######## design 1 ########
Figure 1. Placement by cell class (design 1).
Fill, decap, tap and diode cells in grey.
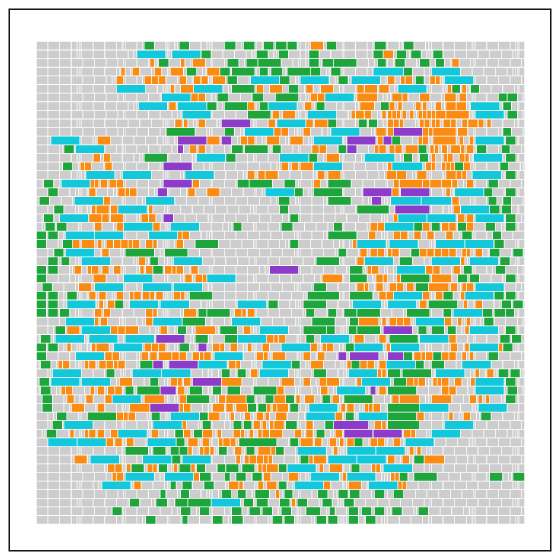

$ cat src/rtl/dmux8way16_buf_pkg.sv
// Shared constants and channel-state encoding for the buffered 1-to-8 demultiplexer.
// Guarded so that several files can include or compile it without redefinition.
`ifndef DMUX8WAY16_BUF_PKG_SV
`define DMUX8WAY16_BUF_PKG_SV

package dmux8way16_buf_pkg;

    localparam int DMUX_WIDTH = 16;
    localparam int DMUX_WAYS  = 8;
    localparam int DMUX_SEL_W = 3;
    localparam int DMUX_CNT_W = 16;

    typedef enum logic {
        SLOT_EMPTY = 1'b0,
        SLOT_FULL  = 1'b1
    } slot_state_e;

endpackage

`endif

$ cat src/rtl/dmux8way16_buf_slot.sv
// dmux_slot: one-entry output register for a single demux channel.
// Holds one word with a valid flag; a same-cycle load and drain keeps the slot full.
module dmux_slot
    import dmux8way16_buf_pkg::*;
#(
    parameter int WIDTH = DMUX_WIDTH
) (
    input  logic             clk,
    input  logic             rst_n,
    input  logic             i_load,
    input  logic             i_drain,
    input  logic [WIDTH-1:0] i_data,
    output logic             o_valid,
    output logic [WIDTH-1:0] o_data
);

    slot_state_e      r_state;
    slot_state_e      w_next_state;
    logic [WIDTH-1:0] r_data;

    // State register
    always_ff @(posedge clk or negedge rst_n) begin
        if (!rst_n) begin
            r_state <= SLOT_EMPTY;
        end else begin
            r_state <= w_next_state;
        end
    end

    // Next-state: a load always wins over a drain, so back-to-back words never bubble
    always_comb begin
        w_next_state = r_state;
        case (r_state)
            SLOT_EMPTY: begin
                if (i_load) w_next_state = SLOT_FULL;
                else        w_next_state = SLOT_EMPTY;
            end
            SLOT_FULL: begin
                if (i_drain && !i_load) w_next_state = SLOT_EMPTY;
                else                    w_next_state = SLOT_FULL;
            end
            default: w_next_state = SLOT_EMPTY;
        endcase
    end

    // Output decode
    always_comb begin
        o_valid = 1'b0;
        if (r_state == SLOT_FULL) o_valid = 1'b1;
        else                      o_valid = 1'b0;
    end

    // Data register: only a load changes it, so an empty slot keeps its last word
    always_ff @(posedge clk or negedge rst_n) begin
        if (!rst_n) begin
            r_data <= {WIDTH{1'b0}};
        end else if (i_load) begin
            r_data <= i_data;
        end else begin
            r_data <= r_data;
        end
    end

    assign o_data = r_data;

endmodule

$ cat src/rtl/dmux8way16_buf.sv
// Buffered 1-to-8 demultiplexer: routes each accepted word to the channel picked by sel,
// where it waits in a one-entry slot until that channel's consumer takes it.
module dmux8way16_buf
    import dmux8way16_buf_pkg::*;
#(
    parameter int WIDTH = DMUX_WIDTH,
    parameter int WAYS  = DMUX_WAYS
) (
    input  logic                  clk,
    input  logic                  rst_n,
    input  logic                  in_valid,
    output logic                  in_ready,
    input  logic [WIDTH-1:0]      in_data,
    input  logic [DMUX_SEL_W-1:0] sel,
    output logic [WAYS-1:0]       out_valid,
    input  logic [WAYS-1:0]       out_ready,
    output logic [WAYS*WIDTH-1:0] out_data,
    output logic [DMUX_CNT_W-1:0] xfer_count
);

    logic                  w_in_ready;
    logic                  w_in_xfer;
    logic [WAYS-1:0]       w_load;
    logic [WAYS-1:0]       w_slot_valid;
    logic [DMUX_CNT_W-1:0] r_xfer_count;

    // Only the addressed channel gates acceptance; other channels may stall freely
    assign w_in_ready = ~w_slot_valid[sel] | out_ready[sel];
    assign w_in_xfer  = in_valid & w_in_ready;

    // One-hot load strobe for the addressed slot
    always_comb begin
        w_load = {WAYS{1'b0}};
        if (w_in_xfer) begin
            w_load[sel] = 1'b1;
        end else begin
            w_load = {WAYS{1'b0}};
        end
    end

    for (genvar g = 0; g < WAYS; g++) begin : g_slot
        dmux_slot #(
            .WIDTH (WIDTH)
        ) u_slot (
            .clk     (clk),
            .rst_n   (rst_n),
            .i_load  (w_load[g]),
            .i_drain (out_ready[g]),
            .i_data  (in_data),
            .o_valid (w_slot_valid[g]),
            .o_data  (out_data[WIDTH*g +: WIDTH])
        );
    end

    // Accepted-word counter, wraps naturally at its width
    always_ff @(posedge clk or negedge rst_n) begin
        if (!rst_n) begin
            r_xfer_count <= {DMUX_CNT_W{1'b0}};
        end else if (w_in_xfer) begin
            r_xfer_count <= r_xfer_count + {{(DMUX_CNT_W-1){1'b0}}, 1'b1};
        end else begin
            r_xfer_count <= r_xfer_count;
        end
    end

    assign in_ready   = w_in_ready;
    assign out_valid  = w_slot_valid;
    assign xfer_count = r_xfer_count;

endmodule

$ cat config.mk
export PLATFORM = sky130hd
export DESIGN_NAME = dmux8way16_buf
export DESIGN_NICKNAME = d
export VERILOG_FILES = /design/src/rtl/dmux8way16_buf_pkg.sv /design/src/rtl/dmux8way16_buf_slot.sv /design/src/rtl/dmux8way16_buf.sv
export SDC_FILE = /design/constraint.sdc
export NUM_CORES = 1
export LEC_CHECK = 0
export ABC_AREA = 1
export CAP_MARGIN = 20
export CORE_MARGIN = 8
export CORE_UTILIZATION = 30
export CTS_CLUSTER_DIAMETER = 50
export DETAILED_ROUTE_END_ITERATION = 10
export PLACE_DENSITY = 0.54
export SKIP_LAST_GASP = 1
export SLEW_MARGIN = 20
export SYNTH_ARGS = -nofsm -noshare
export SYNTH_HDL_FRONTEND = slang
export SYNTH_SLANG_ARGS = --single-unit
$ cat constraint.sdc
create_clock -name clk -period 1.54 [get_ports clk]
set_input_delay 0.308 -clock clk [delete_from_list [all_inputs] [get_ports clk]]
set_output_delay 0.308 -clock clk [all_outputs]
set_load 0.005 [all_outputs]
######## design 2 ########
===== config.mk =====
export PLATFORM = sky130hd
export DESIGN_NAME = logic_unit_arbiter
export DESIGN_NICKNAME = d
export VERILOG_FILES = /design/src/rtl/logic_unit_arbiter.sv
export SDC_FILE = /design/constraint.sdc
export NUM_CORES = 1
export LEC_CHECK = 0
export ABC_AREA = 1
export CORE_MARGIN = 4
export CORE_UTILIZATION = 45
export CTS_BUF_LIST = sky130_fd_sc_hd__clkbuf_4 sky130_fd_sc_hd__clkbuf_8
export DETAILED_ROUTE_END_ITERATION = 10
export PLACE_DENSITY = 0.88
export SLEW_MARGIN = 20
export SYNTH_ARGS = -nofsm -noshare
export SYNTH_HDL_FRONTEND = slang
export SYNTH_SLANG_ARGS = --single-unit
export TNS_END_PERCENT = 50

===== constraint.sdc =====
create_clock -name clock -period 3.6 [get_ports clock]
set_input_delay 0.54 -clock clock [delete_from_list [all_inputs] [get_ports clock]]
set_output_delay 0.54 -clock clock [all_outputs]
set_load 0.03 [all_outputs]

===== src/rtl/logic_unit_arbiter.sv =====
// Two-requester round-robin front end for one shared AND/OR/XOR/NOR unit with a tagged result register.
// Latency: an op accepted at edge k is presented on rsp_* right after edge k; full rate while rsp_ready=1.
// Backpressure: while the result register is full and rsp_ready=0, both req ready outputs drop and rsp_* hold.
module logic_unit_arbiter #(
   parameter int WIDTH     = 32,
   parameter int CNT_WIDTH = 16
) (
   input  logic                 clock,
   input  logic                 reset,
   input  logic                 req0_valid,
   output logic                 req0_ready,
   input  logic [1:0]           req0_op,
   input  logic [WIDTH-1:0]     req0_operandA,
   input  logic [WIDTH-1:0]     req0_operandB,
   input  logic                 req1_valid,
   output logic                 req1_ready,
   input  logic [1:0]           req1_op,
   input  logic [WIDTH-1:0]     req1_operandA,
   input  logic [WIDTH-1:0]     req1_operandB,
   output logic                 rsp_valid,
   input  logic                 rsp_ready,
   output logic                 rsp_id,
   output logic [WIDTH-1:0]     rsp_result,
   output logic                 rsp_zero,
   output logic [CNT_WIDTH-1:0] grant_count0,
   output logic [CNT_WIDTH-1:0] grant_count1
);

   typedef enum logic {EMPTY = 1'b0, FULL = 1'b1} state_t;

   localparam logic [CNT_WIDTH-1:0] CNT_ONE = {{(CNT_WIDTH-1){1'b0}}, 1'b1};

   state_t           state;
   logic             last_grant;
   logic             slot_free;
   logic             grant0;
   logic             grant1;
   logic             accept;
   logic             accept_id;
   logic [1:0]       sel_op;
   logic [WIDTH-1:0] sel_a;
   logic [WIDTH-1:0] sel_b;
   logic [WIDTH-1:0] next_result;

   function automatic logic [WIDTH-1:0] logic_fn(input logic [1:0] op,
                                                 input logic [WIDTH-1:0] a,
                                                 input logic [WIDTH-1:0] b);
      logic [WIDTH-1:0] r;
      case (op)
         2'b00:   r = a & b;
         2'b01:   r = a | b;
         2'b10:   r = a ^ b;
         default: r = ~(a | b);
      endcase
      return r;
   endfunction

   // Arbitration: a lone valid wins; on a tie the port that did not win last time goes.
   always_comb begin
      slot_free  = (state == EMPTY) | rsp_ready;
      grant0     = req0_valid & (~req1_valid | last_grant);
      grant1     = req1_valid & (~req0_valid | ~last_grant);
      req0_ready = slot_free & grant0;
      req1_ready = slot_free & grant1;
      accept     = req0_ready | req1_ready;
      accept_id  = req1_ready;
   end

   // Operand steering to the single shared logic unit.
   always_comb begin
      sel_op      = accept_id ? req1_op       : req0_op;
      sel_a       = accept_id ? req1_operandA : req0_operandA;
      sel_b       = accept_id ? req1_operandB : req0_operandB;
      next_result = logic_fn(sel_op, sel_a, sel_b);
   end

   assign rsp_valid = (state == FULL);

   // Result register FSM, round-robin pointer and saturating grant counters.
   always_ff @(posedge clock or negedge reset) begin
      if (!reset) begin
         state        <= EMPTY;
         rsp_id       <= 1'b0;
         rsp_result   <= '0;
         rsp_zero     <= 1'b1;
         last_grant   <= 1'b1;
         grant_count0 <= '0;
         grant_count1 <= '0;
      end else begin
         case (state)
            EMPTY: if (accept) state <= FULL;
            FULL:  if (rsp_ready && !accept) state <= EMPTY;
            default: state <= EMPTY;
         endcase
         if (accept) begin
            rsp_result <= next_result;
            rsp_id     <= accept_id;
            rsp_zero   <= (next_result == '0);
            last_grant <= accept_id;
         end
         if (req0_ready && grant_count0 != '1) grant_count0 <= grant_count0 + CNT_ONE;
         if (req1_ready && grant_count1 != '1) grant_count1 <= grant_count1 + CNT_ONE;
      end
   end

endmodule


######## design 3 ########
`src/rtl/exec_pkg.sv`:
```
// exec_pkg: func/opcode codes and instruction field layout shared by the exec core
package exec_pkg;
  typedef enum logic [3:0] {
    FN_AND, FN_OR, FN_XOR, FN_NAND, FN_NOR, FN_XNOR, FN_ADD, FN_SUB,
    FN_MUL, FN_DIV, FN_MOD, FN_LT, FN_GT, FN_EQ, FN_SHL, FN_SHR
  } fn_e;
  localparam logic [2:0] OP_EXEC_WB = 3'b011;
  localparam logic [2:0] OP_EXEC    = 3'b001;
  // inst = {rd, rs1, rs2, func[3:0], opcode[2:0]}; register fields start at RS2_LSB
  localparam int FN_LSB  = 3;
  localparam int RS2_LSB = 7;
  function automatic logic is_div(input fn_e f);
    return f == FN_DIV || f == FN_MOD;
  endfunction
endpackage

```
`src/rtl/seq_divider.sv`:
```
// seq_divider: restoring serial divider, one quotient bit per cycle, 1-cycle divide-by-zero
module seq_divider #(
  parameter int DATA_W = 8
) (
  input  logic              clk,
  input  logic              rst_n,
  input  logic              start_i,
  input  logic [DATA_W-1:0] a_i,
  input  logic [DATA_W-1:0] b_i,
  output logic              busy_o,
  output logic              done_o,
  output logic [DATA_W-1:0] quot_o,
  output logic [DATA_W-1:0] rem_o
);
  localparam int CW = $clog2(DATA_W + 1);
  logic [DATA_W-1:0] quot_q, quot_d, rem_q, rem_d, div_q, div_d;
  logic [CW-1:0] cnt_q, cnt_d;
  logic done_q, done_d, ge;
  logic [DATA_W:0] part;
  assign busy_o = cnt_q != '0;
  assign done_o = done_q;
  assign quot_o = quot_q;
  assign rem_o  = rem_q;
  // quot_q doubles as the dividend shift register while iterating
  always_comb begin
    part   = {rem_q, quot_q[DATA_W-1]};
    ge     = part >= {1'b0, div_q};
    quot_d = quot_q;
    rem_d  = rem_q;
    div_d  = div_q;
    cnt_d  = cnt_q;
    done_d = done_q;
    if (start_i) begin
      quot_d = (b_i == '0) ? '1 : a_i;
      rem_d  = (b_i == '0) ? a_i : '0;
      div_d  = b_i;
      cnt_d  = (b_i == '0) ? '0 : CW'(DATA_W);
      done_d = b_i == '0;
    end else if (busy_o) begin
      quot_d = {quot_q[DATA_W-2:0], ge};
      rem_d  = ge ? part[DATA_W-1:0] - div_q : part[DATA_W-1:0];
      cnt_d  = cnt_q - 1'b1;
      done_d = cnt_q == CW'(1);
    end
  end
  always_ff @(posedge clk or negedge rst_n) begin
    if (!rst_n) begin
      quot_q <= '0;
      rem_q  <= '0;
      div_q  <= '0;
      cnt_q  <= '0;
      done_q <= 1'b0;
    end else begin
      quot_q <= quot_d;
      rem_q  <= rem_d;
      div_q  <= div_d;
      cnt_q  <= cnt_d;
      done_q <= done_d;
    end
  end
endmodule

```
`src/rtl/pipelined_exec_core.sv`:
```
// pipelined_exec_core: regfile + 2-stage ID/EX pipeline with bypass, serial divide and flags
module pipelined_exec_core
  import exec_pkg::*;
#(
  parameter int DATA_W = 8,
  parameter int NREGS  = 8,
  localparam int RA_W   = $clog2(NREGS),
  localparam int INST_W = 7 + 3 * RA_W
) (
  input  logic                clk,
  input  logic                rst_n,
  input  logic [INST_W-1:0]   inst_i,
  input  logic                inst_valid_i,
  output logic                inst_ready_o,
  output logic [2*DATA_W-1:0] res_data_o,
  output logic                res_valid_o,
  output logic                res_zero_o,
  output logic                res_carry_o
);
  localparam int RW = 2 * DATA_W;
  logic [2:0] opc;
  fn_e fn, id_fn_q;
  logic [RA_W-1:0] rs1, rs2, rd, id_rd_q, rd_hi;
  logic [DATA_W-1:0] regs_q [NREGS];
  logic [DATA_W-1:0] op_a, op_b, id_a_q, id_b_q, ex_lo, ex_hi, quot, rem;
  logic [RW-1:0] ex_res, res_data_q;
  logic rdy_q, id_v_q, id_wb_q, res_valid_q, res_zero_q, res_carry_q;
  logic accept, live, id_fire, byp_lo, byp_hi, ex_c, div_start, div_busy, div_done;
  assign opc = inst_i[FN_LSB-1:0];
  assign fn  = fn_e'(inst_i[RS2_LSB-1:FN_LSB]);
  assign rs2 = inst_i[RS2_LSB +: RA_W];
  assign rs1 = inst_i[RS2_LSB+RA_W +: RA_W];
  assign rd  = inst_i[RS2_LSB+2*RA_W +: RA_W];
  assign live = opc == OP_EXEC_WB || opc == OP_EXEC;
  assign inst_ready_o = rdy_q && !div_busy;
  assign accept = inst_valid_i && inst_ready_o;
  assign id_fire = id_v_q && (!is_div(id_fn_q) || div_done);
  assign div_start = accept && live && is_div(fn);
  assign rd_hi = id_rd_q + 1'b1;
  // an accept implies ID retires on the same edge, so its result is safe to forward
  assign byp_lo = id_v_q && id_wb_q;
  assign byp_hi = byp_lo && id_fn_q == FN_MUL;
  always_comb begin
    op_a = regs_q[rs1];
    op_b = regs_q[rs2];
    if (byp_lo && rs1 == id_rd_q) op_a = ex_res[DATA_W-1:0];
    else if (byp_hi && rs1 == rd_hi) op_a = ex_res[RW-1:DATA_W];
    if (byp_lo && rs2 == id_rd_q) op_b = ex_res[DATA_W-1:0];
    else if (byp_hi && rs2 == rd_hi) op_b = ex_res[RW-1:DATA_W];
  end
  always_comb begin
    ex_lo = '0;
    ex_hi = '0;
    ex_c  = 1'b0;
    case (id_fn_q)
      FN_AND:  ex_lo = id_a_q & id_b_q;
      FN_OR:   ex_lo = id_a_q | id_b_q;
      FN_XOR:  ex_lo = id_a_q ^ id_b_q;
      FN_NAND: ex_lo = ~(id_a_q & id_b_q);
      FN_NOR:  ex_lo = ~(id_a_q | id_b_q);
      FN_XNOR: ex_lo = ~(id_a_q ^ id_b_q);
      FN_ADD:  {ex_c, ex_lo} = {1'b0, id_a_q} + {1'b0, id_b_q};
      FN_SUB:  {ex_c, ex_lo} = {1'b0, id_a_q} - {1'b0, id_b_q};
      FN_MUL:  {ex_hi, ex_lo} = RW'(id_a_q) * RW'(id_b_q);
      FN_DIV:  ex_lo = quot;
      FN_MOD:  ex_lo = rem;
      FN_LT:   ex_lo = DATA_W'(id_a_q < id_b_q);
      FN_GT:   ex_lo = DATA_W'(id_a_q > id_b_q);
      FN_EQ:   ex_lo = DATA_W'(id_a_q == id_b_q);
      FN_SHL:  ex_lo = id_a_q << id_b_q;
      FN_SHR:  ex_lo = id_a_q >> id_b_q;
    endcase
  end
  assign ex_res = {ex_hi, ex_lo};
  seq_divider #(.DATA_W(DATA_W)) u_div (
    .clk     (clk),
    .rst_n   (rst_n),
    .start_i (div_start),
    .a_i     (op_a),
    .b_i     (op_b),
    .busy_o  (div_busy),
    .done_o  (div_done),
    .quot_o  (quot),
    .rem_o   (rem)
  );
  always_ff @(posedge clk or negedge rst_n) begin
    if (!rst_n) begin
      rdy_q       <= 1'b0;
      id_v_q      <= 1'b0;
      id_wb_q     <= 1'b0;
      id_fn_q     <= FN_AND;
      id_rd_q     <= '0;
      id_a_q      <= '0;
      id_b_q      <= '0;
      res_data_q  <= '0;
      res_valid_q <= 1'b0;
      res_zero_q  <= 1'b0;
      res_carry_q <= 1'b0;
      for (int i = 0; i < NREGS; i++) regs_q[i] <= DATA_W'(i);
    end else begin
      rdy_q       <= 1'b1;
      res_valid_q <= id_fire;
      if (accept) begin
        id_v_q  <= live;
        id_wb_q <= opc == OP_EXEC_WB;
        id_fn_q <= fn;
        id_rd_q <= rd;
        id_a_q  <= op_a;
        id_b_q  <= op_b;
      end else if (id_fire) begin
        id_v_q <= 1'b0;
      end
      if (id_fire) begin
        res_data_q  <= ex_res;
        res_zero_q  <= ex_res == '0;
        res_carry_q <= ex_c;
      end
      if (id_fire && id_wb_q) begin
        regs_q[id_rd_q] <= ex_lo;
        if (id_fn_q == FN_MUL) regs_q[rd_hi] <= ex_hi;
      end
    end
  end
  assign res_data_o  = res_data_q;
  assign res_valid_o = res_valid_q;
  assign res_zero_o  = res_zero_q;
  assign res_carry_o = res_carry_q;
endmodule

```
`config.mk`:
```
export PLATFORM = sky130hd
export DESIGN_NAME = pipelined_exec_core
export DESIGN_NICKNAME = d
export VERILOG_FILES = /design/src/rtl/exec_pkg.sv /design/src/rtl/seq_divider.sv /design/src/rtl/pipelined_exec_core.sv
export SDC_FILE = /design/constraint.sdc
export NUM_CORES = 1
export LEC_CHECK = 0
export CELL_PAD_IN_SITES_DETAIL_PLACEMENT = 0
export CELL_PAD_IN_SITES_GLOBAL_PLACEMENT = 1
export CORE_ASPECT_RATIO = 1.5
export CORE_MARGIN = 2
export CORE_UTILIZATION = 46
export DETAILED_ROUTE_END_ITERATION = 8
export DONT_BUFFER_PORTS = 1
export MAX_ROUTING_LAYER = met4
export PLACE_DENSITY_LB_ADDON = 0.1
export SLEW_MARGIN = 20
export SYNTH_ARGS = -nofsm -noshare
export SYNTH_HDL_FRONTEND = slang
export SYNTH_HIERARCHICAL = 1
export SYNTH_SLANG_ARGS = --single-unit
```
`constraint.sdc`:
```
create_clock -name clk -period 6.3 [get_ports clk]
set_input_delay 0.63 -clock clk [delete_from_list [all_inputs] [get_ports clk]]
set_output_delay 0.63 -clock clk [all_outputs]
set_load 0.01 [all_outputs]
```
######## design 4 ########
==> config.mk <==
export PLATFORM = sky130hd
export DESIGN_NAME = apb_slave_regfile
export DESIGN_NICKNAME = d
export VERILOG_FILES = /design/src/rtl/apb_slave_regfile.sv
export SDC_FILE = /design/constraint.sdc
export NUM_CORES = 1
export LEC_CHECK = 0
export CORE_MARGIN = 2
export CORE_UTILIZATION = 50
export DETAILED_ROUTE_END_ITERATION = 7
export DONT_BUFFER_PORTS = 1
export PLACE_DENSITY = 0.68
export SLEW_MARGIN = 30
export SYNTH_ARGS = -nofsm -noshare
export SYNTH_HDL_FRONTEND = slang
export SYNTH_SLANG_ARGS = --single-unit
==> constraint.sdc <==
create_clock -name apb_clk -period 5.54 [get_ports apb_clk]
set_clock_uncertainty 0.15 [all_clocks]
set_input_delay 1.385 -clock apb_clk [delete_from_list [all_inputs] [get_ports apb_clk]]
set_output_delay 1.385 -clock apb_clk [all_outputs]
set_load 0.1 [all_outputs]
==> src/rtl/apb_slave_regfile.sv <==
// APB3 completer holding RW_REGS read/write control registers followed by
// read-only status words. Each transfer has a fixed number of wait states.
// Bad accesses answer with slverr and are counted in a saturating counter.
`timescale 1ns/1ps
module apb_slave_regfile #(
  parameter int DBITS    = 16,
  parameter int ABITS    = 10,
  parameter int NREGS    = 8,
  parameter int RW_REGS  = 6,
  parameter int WAIT_CYC = 1
) (
  input  logic                             apb_clk,
  input  logic                             apb_rst,
  input  logic                             apb_sel,
  input  logic                             apb_enable,
  input  logic                             apb_write,
  input  logic [ABITS-1:0]                 apb_addr,
  input  logic [DBITS-1:0]                 apb_wdata,
  output logic [DBITS-1:0]                 apb_rdata,
  output logic                             apb_ready,
  output logic                             apb_slverr,
  input  logic [(NREGS-RW_REGS)*DBITS-1:0] sts_in,
  output logic [RW_REGS*DBITS-1:0]         reg_q,
  output logic                             wr_stb,
  output logic [ABITS-1:0]                 wr_idx,
  output logic [15:0]                      err_cnt
);

  localparam int RW_N    = (RW_REGS > 0) ? RW_REGS : 1;
  localparam int RO_REGS = NREGS - RW_REGS;

  typedef enum logic [1:0] {S_IDLE, S_WAIT, S_DONE} state_t;

  state_t            state, state_nxt;
  logic [3:0]        cnt;
  logic [ABITS-1:0]  addr_q;
  logic              write_q;
  logic [DBITS-1:0]  wdata_q;
  logic [DBITS-1:0]  regs [RW_N];

  logic              setup, complete, enter_done, commit_rw;
  logic [ABITS-1:0]  dec_addr;
  logic              dec_write;
  logic [31:0]       dec_idx, addr_idx;
  logic              resp_err;
  logic [DBITS-1:0]  resp_data;

  assign setup      = apb_sel & ~apb_enable;
  assign complete   = (state == S_DONE) & apb_sel & apb_enable;
  assign enter_done = (state_nxt == S_DONE) & (state != S_DONE);

  // In IDLE the response is decoded from the live bus (zero-wait case),
  // afterwards from the copy captured at setup.
  assign dec_addr  = (state == S_IDLE) ? apb_addr  : addr_q;
  assign dec_write = (state == S_IDLE) ? apb_write : write_q;
  assign dec_idx   = 32'(dec_addr);
  assign addr_idx  = 32'(addr_q);
  assign commit_rw = complete & write_q & (addr_idx < RW_REGS);

  // State register
  always_ff @(posedge apb_clk or posedge apb_rst) begin
    if (apb_rst) state <= S_IDLE;
    else         state <= state_nxt;
  end

  // Next-state logic; an early sel drop aborts back to IDLE
  always_comb begin
    state_nxt = state;
    unique case (state)
      S_IDLE: if (setup) state_nxt = (WAIT_CYC == 0) ? S_DONE : S_WAIT;
      S_WAIT: begin
        if (!apb_sel)        state_nxt = S_IDLE;
        else if (cnt == 4'd1) state_nxt = S_DONE;
      end
      S_DONE: if (!apb_sel || apb_enable) state_nxt = S_IDLE;
      default: state_nxt = S_IDLE;
    endcase
  end

  // Response decode: register, status word, or error with zero data
  always_comb begin
    resp_err  = (dec_idx >= NREGS) || (dec_write && (dec_idx >= RW_REGS));
    resp_data = '0;
    if (!dec_write) begin
      for (int i = 0; i < RW_REGS; i++)
        if (dec_idx == i) resp_data = regs[i];
      for (int j = 0; j < RO_REGS; j++)
        if (dec_idx == RW_REGS + j) resp_data = sts_in[j*DBITS +: DBITS];
    end
  end

  // Wait-state counter and transfer direction captured at setup
  always_ff @(posedge apb_clk or posedge apb_rst) begin
    if (apb_rst) begin
      cnt     <= '0;
      write_q <= 1'b0;
    end else if (state == S_IDLE && setup) begin
      cnt     <= 4'(WAIT_CYC);
      write_q <= apb_write;
    end else if (state == S_WAIT) begin
      cnt <= apb_sel ? cnt - 4'd1 : 4'd0;
    end
  end

  // Address and write data held for the whole access phase
  always_ff @(posedge apb_clk) begin
    if (state == S_IDLE && setup) begin
      addr_q  <= apb_addr;
      wdata_q <= apb_wdata;
    end
  end

  // Registered response, set on DONE entry and cleared on leaving DONE
  always_ff @(posedge apb_clk or posedge apb_rst) begin
    if (apb_rst) begin
      apb_ready  <= 1'b0;
      apb_slverr <= 1'b0;
      apb_rdata  <= '0;
    end else if (enter_done) begin
      apb_ready  <= 1'b1;
      apb_slverr <= resp_err;
      apb_rdata  <= resp_err ? '0 : resp_data;
    end else if (state == S_DONE && state_nxt != S_DONE) begin
      apb_ready  <= 1'b0;
      apb_slverr <= 1'b0;
      apb_rdata  <= '0;
    end
  end

  // Control register file, written only when a legal write completes
  always_ff @(posedge apb_clk or posedge apb_rst) begin
    if (apb_rst) begin
      for (int i = 0; i < RW_N; i++) regs[i] <= '0;
    end else begin
      for (int i = 0; i < RW_REGS; i++)
        if (commit_rw && addr_idx == i) regs[i] <= wdata_q;
    end
  end

  // One-cycle commit strobe with the written index
  always_ff @(posedge apb_clk or posedge apb_rst) begin
    if (apb_rst) begin
      wr_stb <= 1'b0;
      wr_idx <= '0;
    end else begin
      wr_stb <= commit_rw;
      if (commit_rw) wr_idx <= addr_q;
    end
  end

  // Saturating count of completed error responses
  always_ff @(posedge apb_clk or posedge apb_rst) begin
    if (apb_rst) begin
      err_cnt <= '0;
    end else if (complete && apb_slverr && err_cnt != 16'hFFFF) begin
      err_cnt <= err_cnt + 16'd1;
    end
  end

  // Flatten the register file onto the reg_q bus, register 0 in the LSBs
  always_comb begin
    reg_q = '0;
    for (int i = 0; i < RW_REGS; i++) reg_q[i*DBITS +: DBITS] = regs[i];
  end

endmodule


==> layout pictures side by side <==
I/O pins on the die edge.
Pins as bars across the die edge, other pins in grey.
image #1
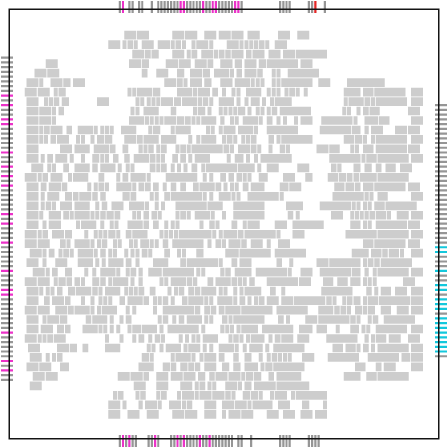
image #2
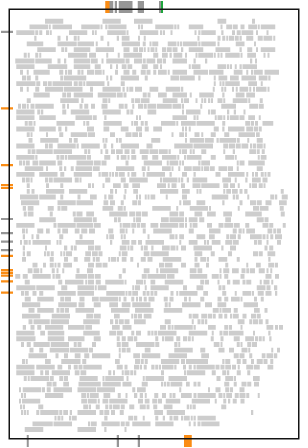
image #3
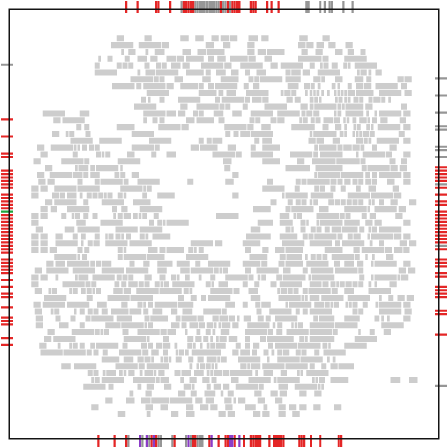
image #4
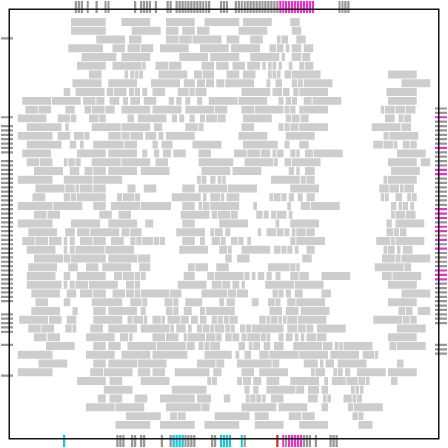
- design 4 = image #4
- design 3 = image #2
- design 2 = image #1
- design 1 = image #3

Figure 2. Signal wires by layer (design 1).
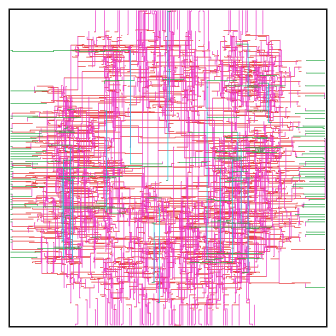
met4: in cyan, wire length 855 um. met3: in green, wire length 1780 um. met2: in magenta, wire length 14000 um. met1: in red, wire length 12600 um.

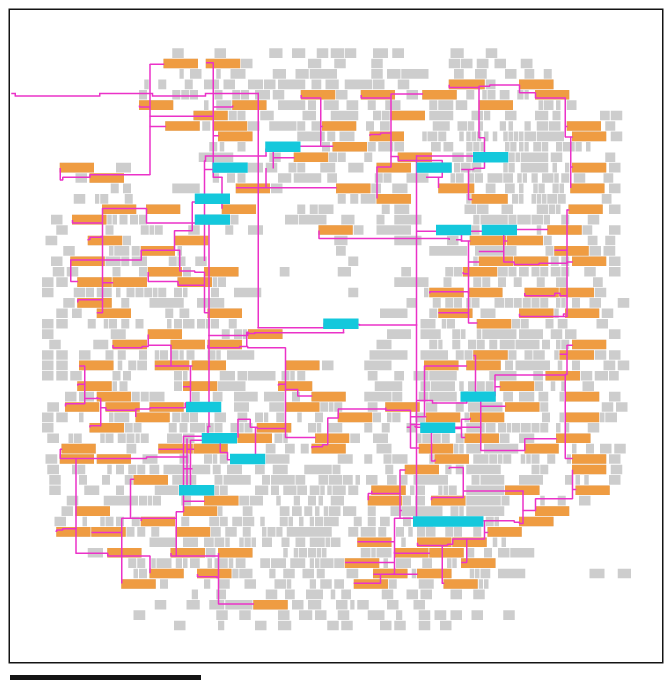
Figure 3: design 1, routed clock nets over the placement.
Bar = 50 um.
clock wires: in magenta, length 2230 um. cells driving clock nets: in cyan, count 17. flip-flops: in orange, count 152.
There are 18 routed clock nets.

Notes on Figure 1 above:
flip-flops: in cyan, cells 152, share of their area 32%. other buffers and delay cells: in green, cells 357, share of their area 32%. clock drivers and dummy loads: in purple, cells 32, share of their area 5.1%. all other logic: in orange, cells 567, share of their area 31%.

==> results_dict.tcl, design 1 <==
# yosys + openroad results
set metrics [dict create \
    r2r-start "g_slot[2].u_slot.r_state" \
    layout_setup_ws_ns -0.190 \
    largestClassByArea "registers" \
    comb_area_sq_um 3530 \
    yosys_register_bits 152 \
    ff2ff_path_depth 13 \
    cts_sinks 152 \
    groute.usage.overall_pct 18.9 \
    fmaxAchievable_ghz 0.578 \
    nClkBuffers 19 \
    swShare_pct 31.7 \
    cp_data_arrival_time_ns 1.42 \
    ys_seq_share_pct 53.2 \
    required_ns 1.23 \
    nWellTaps 319 \
    logic_gate_count 545 \
    endpoint_kind "output pin" \
    root_buffer "clkbuf_16" \
    worst_hold_slack_ns 0.223 \
    p_clk_share_pct 30.7 \
    synth_adder_area_share_pct 0.175 \
    violations "negative setup slack" \
    top_area_share_pct 53.2 \
    clockNetworkAreaShare_pct 4.92 \
    grt_pass1_vias 6730 \
    grt_pass1_wl_mm 41.3 \
    max-vdd-ir-drop_v 0.000639 \
    setup_viol 149 \
    clockBufferDepth 2 \
    ys.flop_type "dfrtp_1" \
    rsz0062_at_grt "yes" \
    drc 0 \
    powerClk_uw 4310 \
    seq-power_uw 5570 \
    top_cells_by_count "nand2_1 (270), dfrtp_1 (152), nand4_1 (133)" \
    path_max_fanout 2 \
    yosys-stat-cells 791 \
    use_met1_pct 24.7 \
    dp_hpwl_mm 18.0 \
    drv_slew 0 \
    period_used_pct 112 \
    status "finished, violations left" \
    p_switching_uw 4460 \
    num_rows 56 \
    chipArea_sq_um 29000 \
]
[design 1: what timing repair did]
action / 4_1_cts / 5_1_grt
endpoints found under the setup margin: 305 / 158
setup buffers: 43 / 16
pin swaps: 9 / 25
gates resized: 190 / 235
endpoints found under the hold margin: 34 / 0
gates cloned: 8 / 19
hold buffers: 1 / 0
[design 1: worst max-delay path, stage by stage, from the launching register on]
cell,delay [ns]
dfrtp_1,0.34
inv_1,0.05
o21ai_1,0.12
nand2_1,0.07
nand2_1,0.06
nand2_1,0.06
nand2_2,0.08
nand2_4,0.08
buf_6,0.13
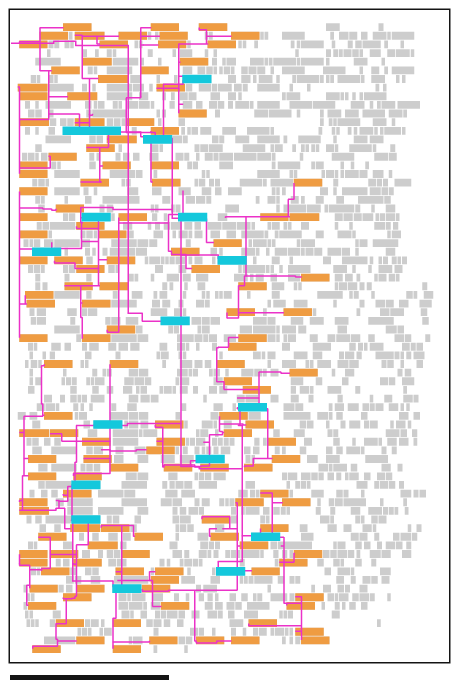
Figure 4: design 3, routed clock nets over the placement.
Bar = 50 um.
clock wires: in magenta, length 2090 um. cells driving clock nets: in cyan, count 17. flip-flops: in orange, count 138.
There are 18 routed clock nets.

==> results_dict.tcl, design 3 <==
# yosys + openroad results
set metrics [dict create \
    avgSynthCellArea_sq_um 8.72 \
    comb_power_share_pct 48.7 \
    clk_latency_ns 0.44 \
    grt_pass1_vias 11900 \
    cts_tree "yes" \
    finalPower_uw 4590 \
    r2r-start "id_b_q[4]" \
    status "complete, no violations" \
    place_congestion 0.987 \
    hold_buffers 1 \
    power_density_nw_per_um2 335 \
    edf_count 0 \
    path_clk_slew_ns 0.07 \
    grt_max_degree 127 \
    cpPeakStageDelay_ns 0.56 \
    synth_cell_types 91 \
    max-vdd-ir-drop_v 0.000267 \
    powerComb_uw 2240 \
    period_used_pct 96.7 \
    dr.pass1.iters 7 \
    endpoint_kind "register" \
    antennaDiodeCount 1 \
    cts_resized 0 \
    wire_per_inst_um 26.8 \
]
-- design 3: routing by layer --
metal,global-route usage [%],routed length [um],vias up
li1,-,-,5205
met1,35.4,16600,5657
met2,62.2,24900,492
met3,3.79,2070,209
met4,26.1,4010,0
met5,-,0,-
-- design 3: kinds of logic after synthesis --
logic type,share of synthesized area (%)
AND-OR/OR-AND,21.7
XOR/XNOR,1.89
adder cells (fa/ha/maj),13.4
buffers and inverters,6.76
flip-flops,27.9
multiplexers,11.2
other,0.0302
AND/OR/NAND/NOR,17.1
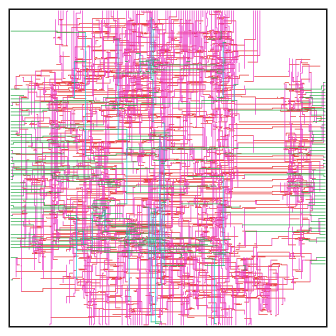
Figure 5: design 4, signal wires by layer.
met3: in green, wire length 2670 um. met1: in red, wire length 9440 um. met2: in magenta, wire length 11200 um. met4: in cyan, wire length 678 um.
routed wire length: 24.0 mm
vias post-DR: 6187

==> results_dict.tcl, design 4 <==
# yosys + openroad results
set metrics [dict create \
    status "complete, no violations" \
    powerClk_uw 1250 \
    largestClassByArea "registers" \
    crit_start "state[0]" \
    p_int_uw 2160 \
    path_max_fanout 20 \
    nNonClkInverters 12 \
    swShare_pct 28.7 \
    post_cts_buffers 0 \
    cts_buffers 17 \
    endpoint_kind "register" \
    r2r_slack_ns 1.18 \
    wire_per_inst_um 25.3 \
    r2r-end "apb_rdata[15]" \
    buffer_area_share_pct 1.22 \
    maxSlewHeadroom_pct 30.5 \
    portBuffers 0 \
    place_ws_ns 1.21 \
    root_buffer "clkbuf_16" \
    hold_viol 0 \
    comb_power_share_pct 10.6 \
    area_leaders "dfrtp_1 (45%), mux2_2 (14%), edfxtp_1 (9.4%)" \
    syn_nets 794 \
    use_met1_pct 33.6 \
    nWellTaps 220 \
    synthSimpleGateAreaFrac_pct 12.8 \
]
-- design 4: registers in the layout, indices dropped and copies added, names as in the netlist --
register    count
addr_q         10
apb_rdata      16
apb_ready       1
apb_slverr      1
cnt             4
err_cnt        16
reg_q          96
state           2
wdata_q        16
wr_idx         10
wr_stb          1
write_q         1
-- design 4: critical path, delay by kind of cell (launching register included) --
family	cells	cell delay [ns]
buffers and inverters	1	0.16
adders and majority gates	1	0.46
and+or+nand+nor	4	1.74
DFF	1	0.53
AOI/OAI and AO/OA	4	1.23
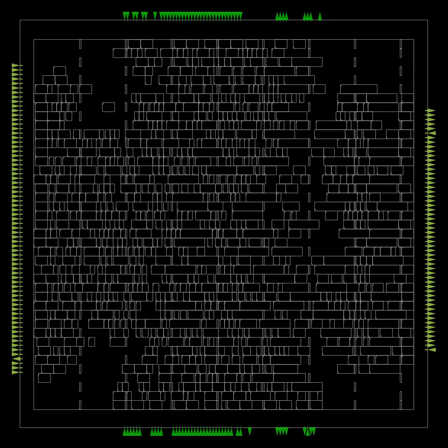
Figure 6: design 2, cell placement.
Cell Count, Final, Fillers Out: 1212
number of fill cells in the layout: 1110
core area: 12800 sq um

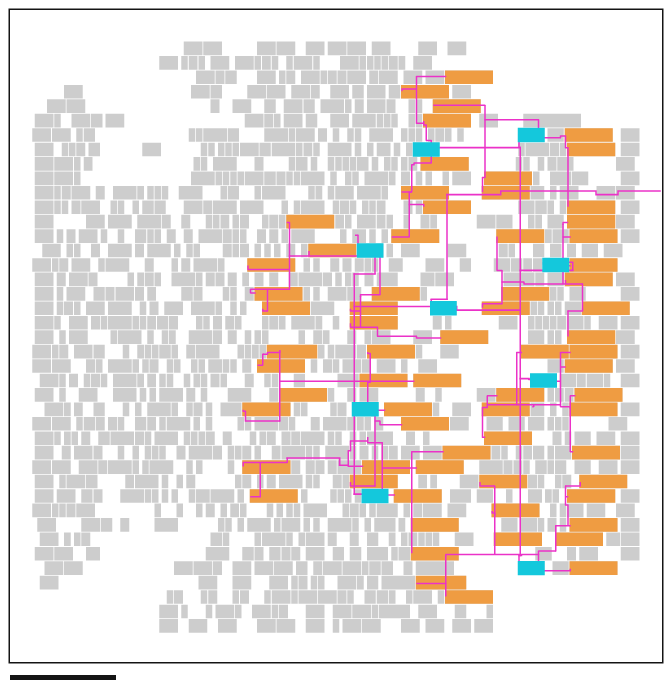
Figure 7: design 2, routed clock nets over the placement.
Bar = 20 um.
flip-flops: in orange, count 68. clock wires: in magenta, length 881 um. cells driving clock nets: in cyan, count 9.
There are 10 routed clock nets.
Clock Latency Late Sink: 0.35 ns
Fin Clk Skew: 0.00736 ns
P_clk: 637 uW

==> results_dict.tcl, design 2 <==
# yosys + openroad results
set metrics [dict create \
    synth_cell_types 35 \
    initCoreUtil_pct 46.5 \
    nNetsFinal 1239 \
    leakage_uw 0.00408 \
    path_max_fanout 35 \
    die_x_um 123 \
    buffer_area_share_pct 25.3 \
    hp-class "in -> async" \
    crit_cells 15 \
    endpoint "rsp_zero" \
    cp_top_family "simple AND/OR/NAND/NOR gates" \
    avgSynthCellArea_sq_um 6.97 \
    yosysWarnings 0 \
    synth_adder_area_share_pct 13.9 \
    required_ns 3.90 \
    cts_buffers 9 \
    critical_path_buf_inv_count 2 \
    root_buffer "clkbuf_8" \
    status "complete, no violations" \
    cts_tree "yes" \
    ys.flop_type "dfrtp_1" \
    hold_viol 0 \
    rsz0062_at_grt "no" \
    nNonClkInverters 145 \
    syn_inst 851 \
    setup_viol 0 \
    routed_wl_mm 16.4 \
    maxSlewHeadroom_pct 57.7 \
    place_congestion 0.858 \
    period_used_pct 88.5 \
    logic_gate_count 604 \
    final_cell_mix "nand2_1 (220), clkdlybuf4s50_1 (203), inv_1 (143)" \
    grt_pass1_wl_mm 26.6 \
    endpoint_kind "register" \
    seq-power_uw 1170 \
    comb_power_share_pct 54.6 \
    power_density_nw_per_um2 485 \
    num_rows 41 \
    r2r-start "last_grant" \
    pwr-share-seq_pct 29.4 \
    cp_data_arrival_time_ns 3.49 \
    fin_tns_setup_ns 0 \
]
design 2: cells in the mapped netlist (all sizes together) (2+ instances only):
cell type / n
a21oi: 4
inv: 144
xor2: 21
nand4: 13
clkbuf: 20
o21bai: 2
ha: 66
or2: 32
buf: 14
nor4: 2
xnor2: 9
o21ai: 114
nand2: 229
nor3: 8
dfstp: 2
dfrtp: 66
nor2: 45
nand3: 55
design 2: state kept, by name, summed over array words and instances (netlist names):
name	flops
grant_count1	16
last_grant	1
rsp_valid	1
grant_count0	16
rsp_zero	1
rsp_result	32
rsp_id	1

######## design 5 ########
## config.mk

```make
export PLATFORM = sky130hd
export DESIGN_NAME = mem_arbiter
export DESIGN_NICKNAME = d
export VERILOG_FILES = /design/src/rtl/mem_arbiter.sv
export SDC_FILE = /design/constraint.sdc
export NUM_CORES = 1
export LEC_CHECK = 0
export ABC_AREA = 1
export CORE_AREA = 2 2 137 139
export CTS_BUF_LIST = sky130_fd_sc_hd__clkbuf_8
export CTS_CLUSTER_DIAMETER = 40
export DETAILED_ROUTE_END_ITERATION = 8
export DIE_AREA = 0 0 139 141
export PLACE_DENSITY = 0.79
export SLEW_MARGIN = 5
export SYNTH_ARGS = -nofsm -noshare
export SYNTH_HDL_FRONTEND = slang
export SYNTH_SLANG_ARGS = --single-unit
export TNS_END_PERCENT = 5
```

## constraint.sdc

```tcl
create_clock -name clk -period 6.6 [get_ports clk]
set_input_delay 1.32 -clock clk [delete_from_list [all_inputs] [get_ports clk]]
set_output_delay 1.32 -clock clk [all_outputs]
set_load 0.005 [all_outputs]
```

## src/rtl/mem_arbiter.sv

```systemverilog
// Two-requester (CPU, DMA) round-robin arbiter in front of a single shared memory port.
// Each transaction runs IDLE -> BUSY -> RESP and is bounded by a TIMEOUT-cycle ack watchdog.
module mem_arbiter #(
  parameter int unsigned TIMEOUT = 15
) (
  input  logic        clk,
  input  logic        rst,
  input  logic        cpu_req,
  input  logic        cpu_we,
  input  logic [31:0] cpu_addr,
  input  logic [31:0] cpu_wdata,
  input  logic [2:0]  cpu_ctrl,
  output logic [31:0] cpu_rdata,
  output logic        cpu_ready,
  input  logic        dma_req,
  input  logic        dma_we,
  input  logic [31:0] dma_addr,
  input  logic [31:0] dma_wdata,
  output logic [31:0] dma_rdata,
  output logic        dma_ready,
  output logic        mem_en,
  output logic        mem_we,
  output logic [31:0] mem_addr,
  output logic [31:0] mem_wdata,
  output logic [2:0]  mem_ctrl,
  input  logic [31:0] mem_rdata,
  input  logic        mem_ack,
  output logic        err,
  output logic [1:0]  state_out
);

  typedef enum logic [1:0] {
    IDLE = 2'd0,
    BUSY = 2'd1,
    RESP = 2'd2
  } state_t;

  localparam logic [7:0]  TIMEOUT_C   = 8'(TIMEOUT);
  localparam logic        GRANT_CPU   = 1'b0;
  localparam logic        GRANT_DMA   = 1'b1;
  localparam logic [2:0]  CTRL_FULL   = 3'b000;
  localparam logic [31:0] RDATA_ABORT = 32'hFFFF_FFFF;

  // Round-robin pick: a lone requester always wins; on a tie the side not served last wins.
  function automatic logic pick_dma(input logic cpu_pending,
                                    input logic dma_pending,
                                    input logic last_was_dma);
    return dma_pending && (!cpu_pending || !last_was_dma);
  endfunction

  state_t      state_r;
  logic [7:0]  cnt_r;
  logic        last_grant_r;
  logic        grant_r;
  logic        we_r;
  logic [31:0] addr_r;
  logic [31:0] wdata_r;
  logic [2:0]  ctrl_r;
  logic        mem_en_r;
  logic        mem_we_r;
  logic        cpu_ready_r;
  logic        dma_ready_r;
  logic        err_r;
  logic [31:0] cpu_rdata_r;
  logic [31:0] dma_rdata_r;
  logic        grant_dma_s;

  // Grant decision for the request currently presented in IDLE.
  always_comb begin
    grant_dma_s = pick_dma(cpu_req, dma_req, last_grant_r);
  end

  // Transaction FSM with all handshake outputs registered alongside the state.
  always_ff @(posedge clk or posedge rst) begin
    if (rst) begin
      state_r      <= IDLE;
      cnt_r        <= 8'd0;
      last_grant_r <= GRANT_DMA;
      grant_r      <= GRANT_CPU;
      we_r         <= 1'b0;
      addr_r       <= 32'd0;
      wdata_r      <= 32'd0;
      ctrl_r       <= 3'd0;
      mem_en_r     <= 1'b0;
      mem_we_r     <= 1'b0;
      cpu_ready_r  <= 1'b0;
      dma_ready_r  <= 1'b0;
      err_r        <= 1'b0;
      cpu_rdata_r  <= 32'd0;
      dma_rdata_r  <= 32'd0;
    end else begin
      cpu_ready_r <= 1'b0;
      dma_ready_r <= 1'b0;
      err_r       <= 1'b0;
      case (state_r)
        IDLE: begin
          if (cpu_req || dma_req) begin
            grant_r      <= grant_dma_s;
            last_grant_r <= grant_dma_s;
            cnt_r        <= 8'd0;
            mem_en_r     <= 1'b1;
            state_r      <= BUSY;
            if (grant_dma_s) begin
              we_r     <= dma_we;
              addr_r   <= dma_addr;
              wdata_r  <= dma_wdata;
              ctrl_r   <= CTRL_FULL;
              mem_we_r <= dma_we;
            end else begin
              we_r     <= cpu_we;
              addr_r   <= cpu_addr;
              wdata_r  <= cpu_wdata;
              ctrl_r   <= cpu_ctrl;
              mem_we_r <= cpu_we;
            end
          end else begin
            state_r  <= IDLE;
            mem_en_r <= 1'b0;
            mem_we_r <= 1'b0;
          end
        end
        BUSY: begin
          // An ack on the very cycle the counter hits TIMEOUT still wins over the abort.
          if (mem_ack) begin
            mem_en_r    <= 1'b0;
            mem_we_r    <= 1'b0;
            cpu_ready_r <= (grant_r == GRANT_CPU);
            dma_ready_r <= (grant_r == GRANT_DMA);
            state_r     <= RESP;
            if (!we_r) begin
              if (grant_r == GRANT_DMA) begin
                dma_rdata_r <= mem_rdata;
              end else begin
                cpu_rdata_r <= mem_rdata;
              end
            end else begin
              cpu_rdata_r <= cpu_rdata_r;
            end
          end else if (cnt_r == TIMEOUT_C) begin
            mem_en_r    <= 1'b0;
            mem_we_r    <= 1'b0;
            err_r       <= 1'b1;
            cpu_ready_r <= (grant_r == GRANT_CPU);
            dma_ready_r <= (grant_r == GRANT_DMA);
            state_r     <= RESP;
            if (!we_r) begin
              if (grant_r == GRANT_DMA) begin
                dma_rdata_r <= RDATA_ABORT;
              end else begin
                cpu_rdata_r <= RDATA_ABORT;
              end
            end else begin
              cpu_rdata_r <= cpu_rdata_r;
            end
          end else begin
            cnt_r   <= cnt_r + 8'd1;
            state_r <= BUSY;
          end
        end
        RESP: begin
          mem_en_r <= 1'b0;
          mem_we_r <= 1'b0;
          state_r  <= IDLE;
        end
        default: begin
          mem_en_r <= 1'b0;
          mem_we_r <= 1'b0;
          cnt_r    <= 8'd0;
          state_r  <= IDLE;
        end
      endcase
    end
  end

  assign mem_en    = mem_en_r;
  assign mem_we    = mem_we_r;
  assign mem_addr  = addr_r;
  assign mem_wdata = wdata_r;
  assign mem_ctrl  = ctrl_r;
  assign cpu_ready = cpu_ready_r;
  assign dma_ready = dma_ready_r;
  assign cpu_rdata = cpu_rdata_r;
  assign dma_rdata = dma_rdata_r;
  assign err       = err_r;
  assign state_out = state_r;

endmodule

```

==> results_dict.tcl <==
# yosys + openroad results
set metrics [dict create \
    worst_hold_slack_ns 0.474 \
    grt_max_degree 101 \
    avgSynthCellArea_sq_um 9.02 \
    xor_share_pct 0.400 \
    cts_buffers 17 \
    placed_area_sq_um 9730 \
    maxSlewHeadroom_pct 39.7 \
    endpoint_kind "register" \
    powerClk_uw 760 \
    finalCriticalPeriod_ns 3.60 \
    wire_per_inst_um 17.1 \
    drtAntennaViolNets 0 \
    routed_wl_mm 21.4 \
    p_int_uw 2780 \
    power_density_nw_per_um2 427 \
    clockBufferDepth 2 \
    final_common_cell "clkdlybuf4s50_1" \
    leakage_uw 0.00432 \
    synth_area_sq_um 6570 \
    comb_power_share_pct 46.0 \
    clock_skew_ns 0.0159 \
    p_clk_share_pct 17.5 \
    cp_top_family "buffers and inverters" \
    largestClassByArea "registers" \
    top_area_share_pct 56.4 \
    wl_met1_mm 8.46 \
    nClkBuffers 18 \
    clk_latency_ns 0.44 \
    path_common_cell "nand2_1" \
    syn_inst 728 \
    pwr-share-seq_pct 36.5 \
    setup_viol 0 \
    netlist_logic_family_top "simple AND/OR/NAND/NOR gates" \
    grt_pass1_vias 6300 \
    status "complete, no violations" \
    fmaxAchievable_ghz 0.278 \
    grt_pass1_wl_mm 33.9 \
]
-- logic make-up after synthesis --
family / after synthesis
buf+inv: 70
simple gates: 428
xor+xnor: 3
flops: 149
fa+ha+maj: 1
compound gates: 77
-- path summary, 6_finish.rpt --
check	startpoint	end	slack, ns	cells past startpoint
max in group asynchronous	rst	we_r	3.91	3
min in group asynchronous	rst	mem_wdata[0]	1.47	2
worst max-delay path	mem_ack	cpu_rdata[17]	3.00	7
worst max register to register	cnt_r[0]	cpu_rdata[17]	3.89	7
worst min-delay path	mem_en	mem_en	0.47	2
worst min register to register	mem_en	mem_en	0.47	2
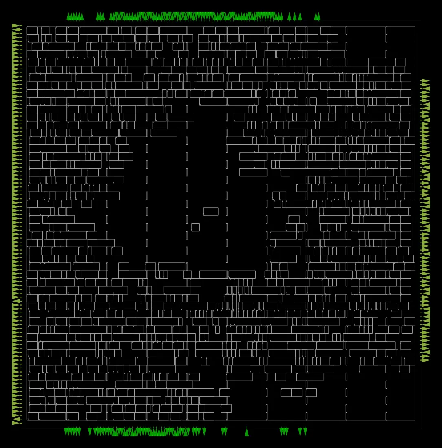
Figure 8: design 5, cell placement.
core area: 18300 sq um
# Taps: 234
number of fill cells in the layout: 1656
Cell Count, Final, Fillers Out: 1253

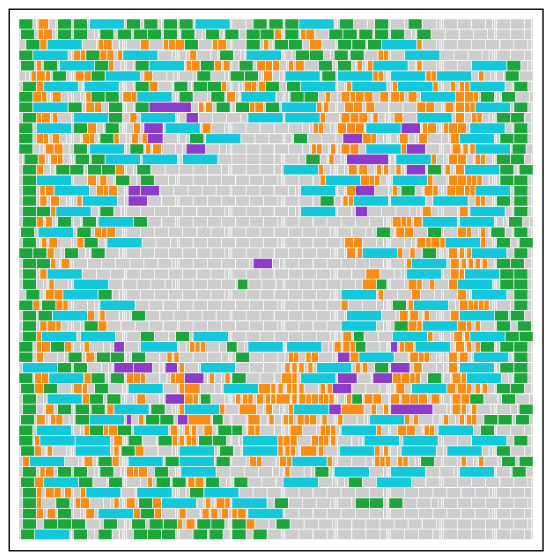
Figure 9: design 5, placement by cell class.
Fill, decap, tap and diode cells in grey.
all other logic: in orange, cells 522, share of their area 26%. flip-flops: in cyan, cells 149, share of their area 38%. other buffers and delay cells: in green, cells 316, share of their area 32%. clock drivers and dummy loads: in purple, cells 32, share of their area 4.3%.
fraction of area in registers: 36.7%
final instance area: 10200 sq um
row cnt: 50
final core utilization: 55.6%

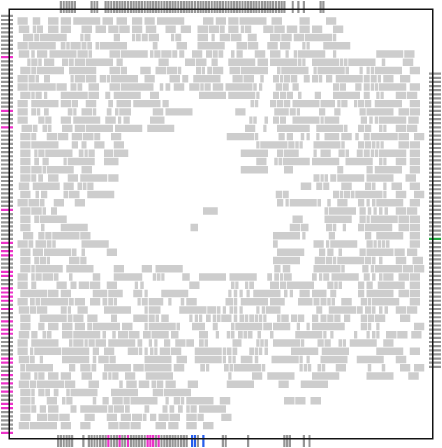
Figure 10: design 5, I/O pins on the die edge.
Pins as bars across the die edge, other pins in grey.
dma_ready: in green, pins 1, direction output, edge east. mem_ctrl: in blue, pins 3, direction output, edge south. dma_addr: in magenta, pins 32, direction input, edge 25 west, 7 south.
All pins by edge: 102 west, 79 north, 72 east, 55 south.
Die Span X: 139 um
chip height: 141 um
Port Buf Inserts: 307



## Gallery

Cell placement.
panel A
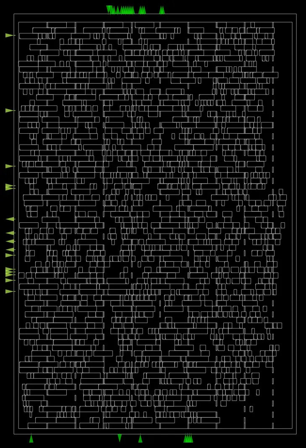
panel B
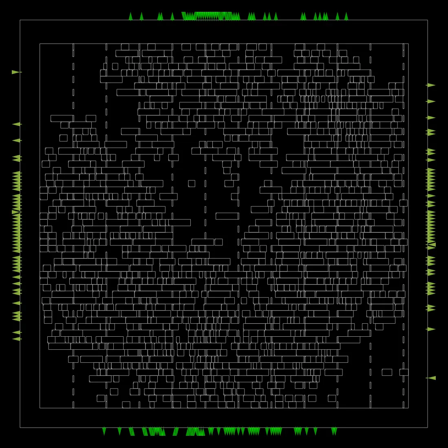
panel C
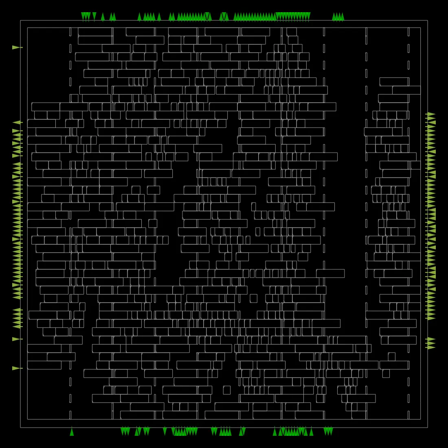
The one with the most cells is panel A.
The one with the fewest cells is panel C.
design 1: panel B
design 3: panel A
design 4: panel C

Power is estimated from default activity; no workload was simulated.
